=== dint ===
dint/met2.png
Drawn at 4 px/um.
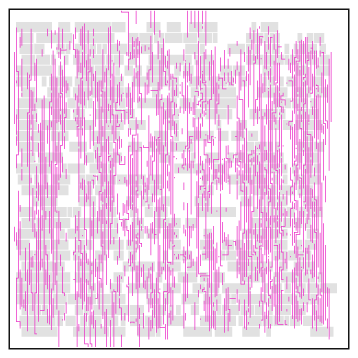

<file path="src/rtl/dint.sv">
// Sign-magnitude integrator A(n) = C(n) + A(n-1) with valid handshake,
// synchronous clear, optional magnitude saturation and sticky overflow flag.
module dint #(
    parameter int unsigned WIDTH  = 16,
    parameter bit          SAT_EN = 1'b1
) (
    input  logic             clk,
    input  logic             rst_n,
    input  logic             clr,
    input  logic             in_valid,
    input  logic [WIDTH-1:0] C,
    input  logic             C_sign,
    output logic [WIDTH-1:0] A,
    output logic             A_sign,
    output logic             out_valid,
    output logic             sat
);

    logic [WIDTH-1:0] a_q, a_d;
    logic             a_sign_q, a_sign_d;
    logic             vld_q, vld_d;
    logic             sat_q, sat_d;

    logic             c_neg;
    logic [WIDTH:0]   sum;
    logic [WIDTH-1:0] mag;
    logic             mag_sign;
    logic             ovf;

    // Single add/subtract path: same signs add, otherwise larger minus smaller.
    always_comb begin
        c_neg    = C_sign & (C != '0);
        sum      = {1'b0, a_q} + {1'b0, C};
        ovf      = 1'b0;
        mag      = sum[WIDTH-1:0];
        mag_sign = a_sign_q;
        if (a_sign_q == c_neg) begin
            ovf = sum[WIDTH];
            if (ovf && SAT_EN) begin
                mag = '1;
            end
        end else if (a_q >= C) begin
            mag      = a_q - C;
            mag_sign = a_sign_q;
        end else begin
            mag      = C - a_q;
            mag_sign = c_neg;
        end
    end

    always_comb begin
        a_d      = a_q;
        a_sign_d = a_sign_q;
        sat_d    = sat_q;
        vld_d    = 1'b0;
        if (clr) begin
            sat_d    = 1'b0;
            vld_d    = in_valid;
            a_d      = in_valid ? C : '0;
            a_sign_d = in_valid & c_neg;
        end else if (in_valid) begin
            vld_d    = 1'b1;
            a_d      = mag;
            a_sign_d = mag_sign & (mag != '0);
            sat_d    = sat_q | ovf;
        end
    end

    always_ff @(posedge clk or negedge rst_n) begin
        if (!rst_n) begin
            a_q      <= '0;
            a_sign_q <= 1'b0;
            vld_q    <= 1'b0;
            sat_q    <= 1'b0;
        end else begin
            a_q      <= a_d;
            a_sign_q <= a_sign_d;
            vld_q    <= vld_d;
            sat_q    <= sat_d;
        end
    end

    assign A         = a_q;
    assign A_sign    = a_sign_q;
    assign out_valid = vld_q;
    assign sat       = sat_q;

endmodule

</file>
<file path="config.mk">
export PLATFORM = sky130hd
export DESIGN_NAME = dint
export DESIGN_NICKNAME = d
export VERILOG_FILES = /design/src/rtl/dint.sv
export SDC_FILE = /design/constraint.sdc
export NUM_CORES = 1
export LEC_CHECK = 0
export CORE_MARGIN = 1
export CORE_UTILIZATION = 57
export CTS_CLUSTER_SIZE = 8
export DETAILED_ROUTE_END_ITERATION = 8
export GPL_ROUTABILITY_DRIVEN = 1
export PLACE_DENSITY = 0.89
export SETUP_SLACK_MARGIN = 0.05
export SYNTH_ARGS = -nofsm -noshare
export SYNTH_HDL_FRONTEND = slang
export SYNTH_SLANG_ARGS = --single-unit
</file>
<file path="constraint.sdc">
create_clock -name clk -period 6.1 [get_ports clk]
set_input_delay 1.22 -clock clk [delete_from_list [all_inputs] [get_ports clk]]
set_output_delay 1.22 -clock clk [all_outputs]
set_load 0.02 [all_outputs]
</file>
=== syscall_unit ===
`src/rtl/syscall_unit.sv`:
```
// Syscall handler: halts fetch on the halt code, publishes a0 on the display code,
// and counts accepted syscalls and running cycles. Registered outputs, except pc_en.
module syscall_unit #(
  parameter logic [31:0] HALT_CODE = 32'd10,
  parameter logic [31:0] DISP_CODE = 32'd34
) (
  input  logic        clk,
  input  logic        rst,
  input  logic        sys,
  input  logic [31:0] v0,
  input  logic [31:0] a0,
  input  logic        resume,
  output logic        pc_en,
  output logic        halt,
  output logic [31:0] disp_data,
  output logic        disp_valid,
  output logic [15:0] sys_count,
  output logic [31:0] run_cycles
);

  typedef enum logic [1:0] {RUN, HALTED, RESUME} state_t;

  state_t      state_q, state_d;
  logic        resume_prev_q, resume_prev_d;
  logic        halt_q, halt_d;
  logic [31:0] disp_data_q, disp_data_d;
  logic        disp_valid_q, disp_valid_d;
  logic [15:0] sys_count_q, sys_count_d;
  logic [31:0] run_cycles_q, run_cycles_d;

  logic accept;
  logic is_halt;
  logic resume_edge;

  always_comb begin
    accept        = (state_q == RUN) && sys;
    is_halt       = (v0 == HALT_CODE);
    resume_edge   = resume && !resume_prev_q;
    resume_prev_d = resume;
    state_d       = state_q;
    disp_data_d   = disp_data_q;
    disp_valid_d  = 1'b0;
    sys_count_d   = sys_count_q;

    // Same-cycle hold on a halt syscall keeps the PC at the syscall itself.
    pc_en = ((state_q == RUN) && !(sys && is_halt)) || (state_q == RESUME);

    unique case (state_q)
      RUN:     if (accept && is_halt) state_d = HALTED;
      HALTED:  if (resume_edge) state_d = RESUME;
      RESUME:  state_d = RUN;
      default: state_d = RUN;
    endcase

    if (accept && (v0 == DISP_CODE)) begin
      disp_data_d  = a0;
      disp_valid_d = 1'b1;
    end

    if (accept && (sys_count_q != 16'hFFFF)) sys_count_d = sys_count_q + 16'd1;

    run_cycles_d = pc_en ? run_cycles_q + 32'd1 : run_cycles_q;
    halt_d       = (state_d == HALTED);
  end

  always_ff @(posedge clk or posedge rst) begin
    if (rst) begin
      state_q       <= RUN;
      resume_prev_q <= 1'b0;
      halt_q        <= 1'b0;
      disp_data_q   <= 32'd0;
      disp_valid_q  <= 1'b0;
      sys_count_q   <= 16'd0;
      run_cycles_q  <= 32'd0;
    end else begin
      state_q       <= state_d;
      resume_prev_q <= resume_prev_d;
      halt_q        <= halt_d;
      disp_data_q   <= disp_data_d;
      disp_valid_q  <= disp_valid_d;
      sys_count_q   <= sys_count_d;
      run_cycles_q  <= run_cycles_d;
    end
  end

  assign halt       = halt_q;
  assign disp_data  = disp_data_q;
  assign disp_valid = disp_valid_q;
  assign sys_count  = sys_count_q;
  assign run_cycles = run_cycles_q;

endmodule

```
`config.mk`:
```
export PLATFORM = sky130hd
export DESIGN_NAME = syscall_unit
export DESIGN_NICKNAME = d
export VERILOG_FILES = /design/src/rtl/syscall_unit.sv
export SDC_FILE = /design/constraint.sdc
export NUM_CORES = 1
export LEC_CHECK = 0
export ABC_AREA = 1
export CORE_ASPECT_RATIO = 0.75
export CORE_MARGIN = 1.5
export CORE_UTILIZATION = 30
export CTS_CLUSTER_SIZE = 14
export DETAILED_ROUTE_END_ITERATION = 8
export PLACE_DENSITY = 0.59
export SETUP_SLACK_MARGIN = 0.2
export SYNTH_ARGS = -nofsm -noshare
export SYNTH_HDL_FRONTEND = slang
export SYNTH_SLANG_ARGS = --single-unit
```
`constraint.sdc`:
```
create_clock -name clk -period 8.45 [get_ports clk]
set_input_delay 1.69 -clock clk [delete_from_list [all_inputs] [get_ports clk]]
set_output_delay 1.69 -clock clk [all_outputs]
set_load 0.01 [all_outputs]
```

==> notes/layouts.md <==
Pictures saved along the way, in no particular order.

The clock network.
Plate I
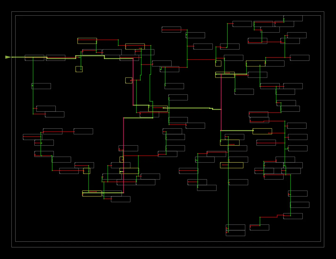
Plate II
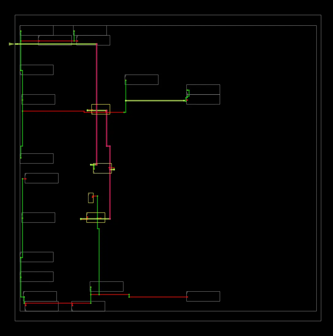
For dint, see Plate II.
For syscall_unit, see Plate I.

dint/port_nets.png
Drawn at 4 px/um.
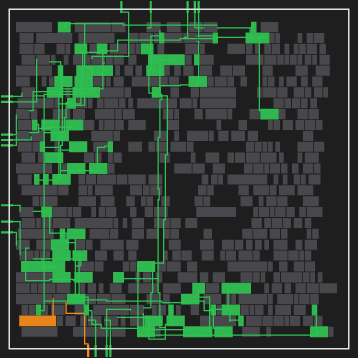
Key: out_valid = orange [direction output, edge bottom, end cells 1, buffers 1, wire 21.8 um]; C = green [direction input, edge 8 left, 5 top, 3 bottom, end cells 72, buffers 16, wire 1050 um]

About dint/met2.png:
The layer carries 6030 um of wire. The layer holds 43% of the routed length.

==> out/metrics.json, dint <==
{
  "outcome": {"value": "finished clean"},
  "openroad_warning_count": {"value": 60},
  "clock_path_buffers": {"value": 2},
  "total_routing_usage_gr": {"value": 0.3960},
  "detail-route-antenna-nets": {"value": 0},
  "cp.required": {"value": 6240, "unit": "ps"},
  "nClkBuffers": {"value": 4},
  "total_power": {"value": 1.358, "unit": "mW"},
  "vias_per_std_cell": {"value": 7.091},
  "met3RoutedLength": {"value": 1739, "unit": "um"},
  "skew": {"value": 2.471, "unit": "ps"},
  "ys_area": {"value": 3881, "unit": "um2"},
  "globalRouteMet3Util": {"value": 0.04130},
  "critical_path.reg2reg.endpoint": {"value": "A[11]$_DFFE_PN0P_"},
  "globalRouteMet2Util": {"value": 0.6024},
  "cts_tree": {"value": "built"},
  "gp_congestion": {"value": 1.044},
  "source_of_the_critical_timing_path": {"value": "C[0]"},
  "clkPwrFrac": {"value": 0.070},
  "avgRoutedWirePerCell": {"value": 23.68, "unit": "um"},
  "drive_above_1_share": {"value": 0.1100},
  "placedInstanceArea": {"value": 4317, "unit": "um2"},
  "h-tree-depth": {"value": 1},
  "critical_path.endpoint": {"value": "A_sign$_DFFE_PN0P_"}
}
## dint: Yosys cell counts, types with 4 or more instances
cell      instances
a211oi_1          5
a21o_1           14
a21oi_1          34
a221oi_1          5
a22o_1            4
a41oi_1           4
and2_1            4
and3_1            4
buf_2             8
clkbuf_1          9
dfrtp_1          19
ha_1             50
inv_1            49
mux2_2            6
mux2i_1          12
nand2_1          30
nand2b_1          9
nand3_1          12
nand4_1           8
nor2_1           32
nor2b_1           4
nor3_1            7
nor4_1            6
o211ai_1         13
o21a_1            9
o21ai_0          26
o21bai_1          7
o22ai_1           4
o31ai_1           7
or4_1             4
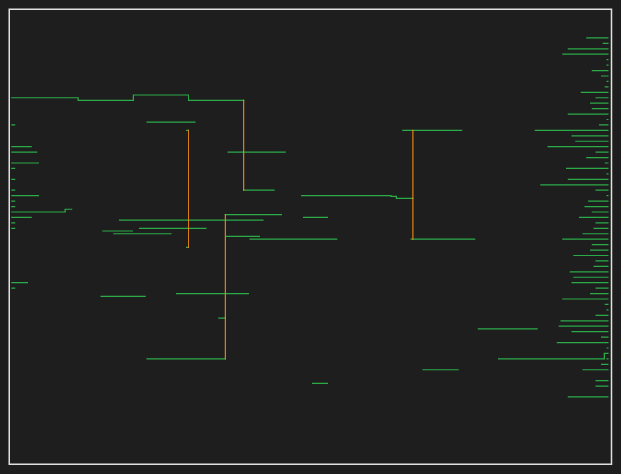
syscall_unit/metal_stack.png
Drawn at 4 px/um. Two of the layers only.
Key: met3 = green [wire length 793 um]; met4 = orange [wire length 115 um]

==> out/metrics.json, syscall_unit <==
{
  "setup.worst_path.start_class": {"value": "input port"},
  "synth.yosys.seq_area_share": {"value": 0.4363},
  "cts_made_buffers": {"value": 9},
  "xor_share_synth": {"value": 0.03593},
  "muxShareOfSynthArea": {"value": 0},
  "vias_per_std_cell": {"value": 4.391},
  "comb_area_frac": {"value": 0.3372},
  "first_pass_iters": {"value": 4},
  "outcome": {"value": "finished clean"},
  "cp.required": {"value": 6760, "unit": "ps"},
  "list_of_cells_traversed_by_the_critical_path": {"value": "clkdlybuf4s50_1 > nor2_1 > nand2_1 > nor2_1 > nand3_1 > nor2_1 > nor2_2 > buf_4 > clkdlybuf4s50_1"},
  "max_freq": {"value": 196.1, "unit": "MHz"},
  "internal_power": {"value": 721.3, "unit": "uW"},
  "area_leaders": {"value": "dfrtp_1, nand2_1, nor2_1"},
  "gp_congestion": {"value": 0.8421},
  "cts_tree": {"value": "built"}
}
-- syscall_unit: sequential cells by signal, indices dropped and copies added, names as in the netlist --
register and cells:
state_q 2, resume_prev_q 1, halt 1, disp_data 32
run_cycles 32, disp_valid 1, sys_count 16
-- syscall_unit: per-layer routing --
metal	track usage	share of wire	vias to the layer above
li1	-	-	2403
met1	0.2324	0.51	2091
met2	0.2511	0.42	124
met3	0.03640	0.060	10
met4	0.04248	0.0086	0
met5	0	0	-
-- syscall_unit: critical path, delay by kind of cell --
kind | cells | cell delay (ps)
simple gates | 6 | 610
buf+inv | 3 | 1100

=== sd_spi_master ===
sd_spi_master/met2.png
Drawn at 4 px/um.
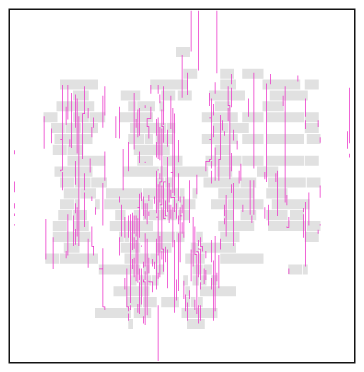
[config.mk]
export PLATFORM = sky130hd
export DESIGN_NAME = sd_spi_master
export DESIGN_NICKNAME = d
export VERILOG_FILES = /design/src/rtl/sd_spi_master.sv
export SDC_FILE = /design/constraint.sdc
export NUM_CORES = 1
export LEC_CHECK = 0
export CORE_AREA = 8 8 78 80
export CTS_BUF_LIST = sky130_fd_sc_hd__clkbuf_2 sky130_fd_sc_hd__clkbuf_4 sky130_fd_sc_hd__clkbuf_8
export DETAILED_ROUTE_END_ITERATION = 12
export DIE_AREA = 0 0 86 88
export GPL_TIMING_DRIVEN = 0
export SLEW_MARGIN = 10
export SYNTH_ARGS = -nofsm -noshare
export SYNTH_HDL_FRONTEND = slang
export SYNTH_SLANG_ARGS = --single-unit
[constraint.sdc]
create_clock -name fclk -period 2.5 [get_ports fclk]
set_input_delay 0.25 -clock fclk [delete_from_list [all_inputs] [get_ports fclk]]
set_output_delay 0.25 -clock fclk [all_outputs]
set_load 0.01 [all_outputs]
[src/rtl/sd_spi_master.sv]
// sd_spi_master: mode-0 SPI byte shifter for the SD card slot, MSB first, SCK = fclk/(2*HALF)
module sd_spi_master #(
    parameter int HALF = 1
) (
    input  logic       fclk,
    input  logic       rst,
    input  logic       sd_start,
    input  logic [7:0] sd_datain,
    output logic [7:0] sd_dataout,
    output logic       busy,
    output logic       sdclk,
    output logic       sddo,
    input  logic       sdi
);
    typedef enum logic [1:0] {IDLE, LOW, HIGH} state_t;
    localparam logic [7:0] LAST = 8'(HALF - 1);
    state_t      r_state, w_nxt;
    logic [7:0]  r_hcnt, r_tx, r_rx;
    logic [2:0]  r_bcnt;
    logic        w_tick, w_start, w_fall, w_done;
    always_comb begin
        w_tick  = r_hcnt == LAST;
        w_start = r_state == IDLE && sd_start;
        w_fall  = r_state == HIGH && w_tick;
        w_done  = w_fall && r_bcnt == 3'd7;
        w_nxt   = r_state;
        w_nxt   = r_state == IDLE ? (sd_start ? LOW : IDLE) :
                  !w_tick         ? r_state :
                  r_state == LOW  ? HIGH :
                  w_done          ? IDLE : LOW;
    end
    always_ff @(posedge fclk or posedge rst)
        if (rst) r_state <= IDLE;
        else r_state <= w_nxt;
    always_ff @(posedge fclk or posedge rst) begin
        if (rst) begin
            r_hcnt     <= 8'd0;
            r_bcnt     <= 3'd0;
            r_tx       <= 8'hFF;
            r_rx       <= 8'h00;
            sd_dataout <= 8'hFF;
            busy       <= 1'b0;
            sdclk      <= 1'b0;
            sddo       <= 1'b1;
        end else begin
            r_hcnt <= (r_state == IDLE || w_tick) ? 8'd0 : r_hcnt + 8'd1;
            if (w_start) begin
                r_tx   <= sd_datain;
                sddo   <= sd_datain[7];
                r_bcnt <= 3'd0;
                busy   <= 1'b1;
            end
            if (r_state == LOW && w_tick) sdclk <= 1'b1;
            // end of high phase: sample MISO, then advance MOSI or finish the byte
            if (w_fall) begin
                sdclk <= 1'b0;
                r_rx  <= {r_rx[6:0], sdi};
                if (w_done) begin
                    sd_dataout <= {r_rx[6:0], sdi};
                    busy       <= 1'b0;
                    sddo       <= 1'b1;
                end else begin
                    r_bcnt <= r_bcnt + 3'd1;
                    r_tx   <= {r_tx[6:0], 1'b1};
                    sddo   <= r_tx[6];
                end
            end
        end
    end
endmodule
==> out/metrics.json <==
{
  "layout.area.seq": {"value": 970.9, "unit": "um2"},
  "ff_type": {"value": "dfrtp_1"},
  "nMultiInputCombCells": {"value": 86},
  "synth_area": {"value": 1765, "unit": "um2"},
  "grt_pass1_vias": {"value": 1216},
  "list_of_cells_traversed_by_the_critical_path": {"value": "inv_1 > ha_1 > nor3b_1 > nand4_1 > mux2_2"},
  "design.core.area": {"value": 4912, "unit": "um2"},
  "muxShareOfSynthArea": {"value": 0.2247},
  "dp_hpwl": {"value": 2267, "unit": "um"},
  "synth.cellmix.adderShare": {"value": 0.02835},
  "chip_area": {"value": 7568, "unit": "um2"},
  "avgSynthCellArea": {"value": 13.08, "unit": "um2"},
  "crit_fanout": {"value": 10},
  "clockRootBuffer": {"value": "clkbuf_8"},
  "ys_area": {"value": 1765, "unit": "um2"},
  "layout.sequential_cells": {"value": 38},
  "outcome": {"value": "finished clean"},
  "p_leak": {"value": 0.9265, "unit": "nW"},
  "number_of_max_slew_violations_in_the_final_report": {"value": 0},
  "power.share.switching": {"value": 0.2427},
  "cp.required": {"value": 2680, "unit": "ps"},
  "skew": {"value": 1.015, "unit": "ps"},
  "yosysMostFrequentCell": {"value": "dfrtp_1"},
  "met3RoutedLength": {"value": 193, "unit": "um"},
  "clock_sink_count": {"value": 38},
  "cts_made_buffers": {"value": 5},
  "nets": {"value": 180},
  "hold_path.class": {"value": "in2async"},
  "synth.yosys.seq_area_share": {"value": 0.5500},
  "final_layout_top_logic_cells": {"value": "dfrtp_1, clkdlybuf4s50_1, mux2_2, dfstp_2, mux2_4"},
  "synth.yosys.num_cells": {"value": 135},
  "clkPwrFrac": {"value": 0.268},
  "cts_tree": {"value": "built"},
  "top_cells_by_count": {"value": "dfrtp_1, mux2_2, dfstp_2, mux2_4"},
  "h-tree-depth": {"value": 2},
  "final_standard_cell_area_without_fillers": {"value": 2216, "unit": "um2"},
  "clock_area_frac": {"value": 0.06437},
  "crit_path_max_delay_family": {"value": "simple AND/OR/NAND/NOR gates"},
  "power_density": {"value": 1071, "unit": "nW/um2"},
  "mi_logic_area": {"value": 738.2, "unit": "um2"},
  "compound_area_frac": {"value": 0.04536},
  "nClkBuffers": {"value": 6},
  "clk-insertion-delay-late": {"value": 290, "unit": "ps"},
  "placedInstanceArea": {"value": 2073, "unit": "um2"},
  "worst-r2r-cell-count": {"value": 5},
  "clock_path_buffers": {"value": 2},
  "remaining_drc_errors": {"value": 0},
  "pwr-share-comb": {"value": 0.286},
  "finalHoldViolCount": {"value": 0},
  "finalWorstPathRequiredPeriod": {"value": 2297, "unit": "ps"},
  "peakVddDrop": {"value": 0.0003913, "unit": "V"},
  "total_routing_usage_gr": {"value": 0.09132},
  "seq_share": {"value": 0.4382},
  "vias_per_std_cell": {"value": 4.830},
  "total_power": {"value": 2.373, "unit": "mW"}
}
Notes on sd_spi_master/met2.png above:
The wires run mostly vertical. 155 nets have wire on it.

power groups by stage:
stage | sequential [mW] | clock (mW) | combinational, mW
floorplan | 1.08 | 0 | 0.398
global placement | 1.06 | 0 | 0.668
detailed placement | 1.08 | 0 | 0.692
CTS | 1.06 | 0.654 | 0.693
global route | 1.10 | 0.686 | 0.743
finish | 1.06 | 0.636 | 0.679
metrics by stage:
stage,worst slack [ps],cells
6_report,202.6,235
5_1_grt,10.35,235
4_1_cts,173.0,235
3_5_place_dp,53.67,227
3_3_place_gp,88.24,227
2_1_floorplan,407.1,135


==> notes/layouts.md <==
Pictures saved along the way, in no particular order.

A small window of the routed layout.
picture 1
Region (53, 53) to (73, 73) um. Cells in grey, sequential cells in the stronger grey; small squares are vias.
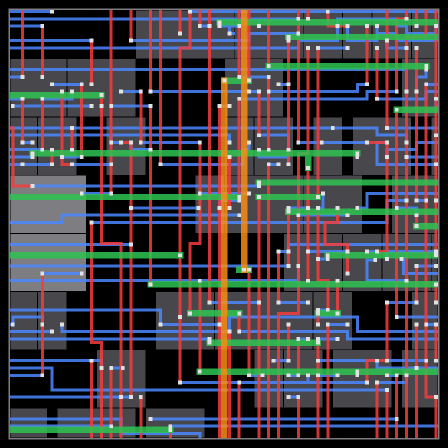
picture 2
Region (103, 75) to (123, 95) um. Cells in grey, sequential cells in the stronger grey; small squares are vias.
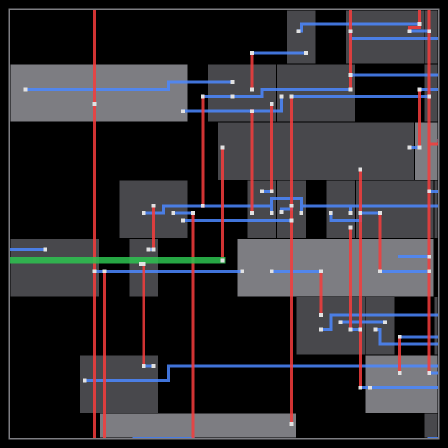
picture 3
Region (54, 56) to (74, 76) um. Cells in grey, sequential cells in the stronger grey; small squares are vias.
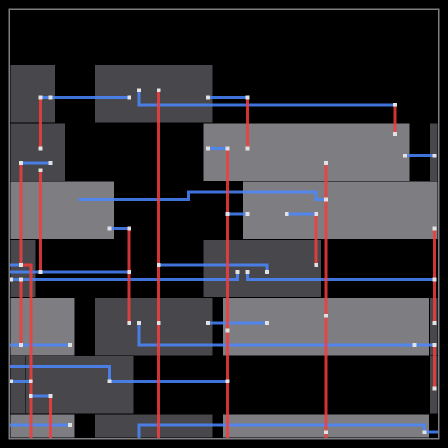
Picture 2 comes from syscall_unit.
Picture 3 comes from sd_spi_master.
Picture 1 comes from dint.

Power figures rest on the tool's default switching activity, not on a simulated workload.
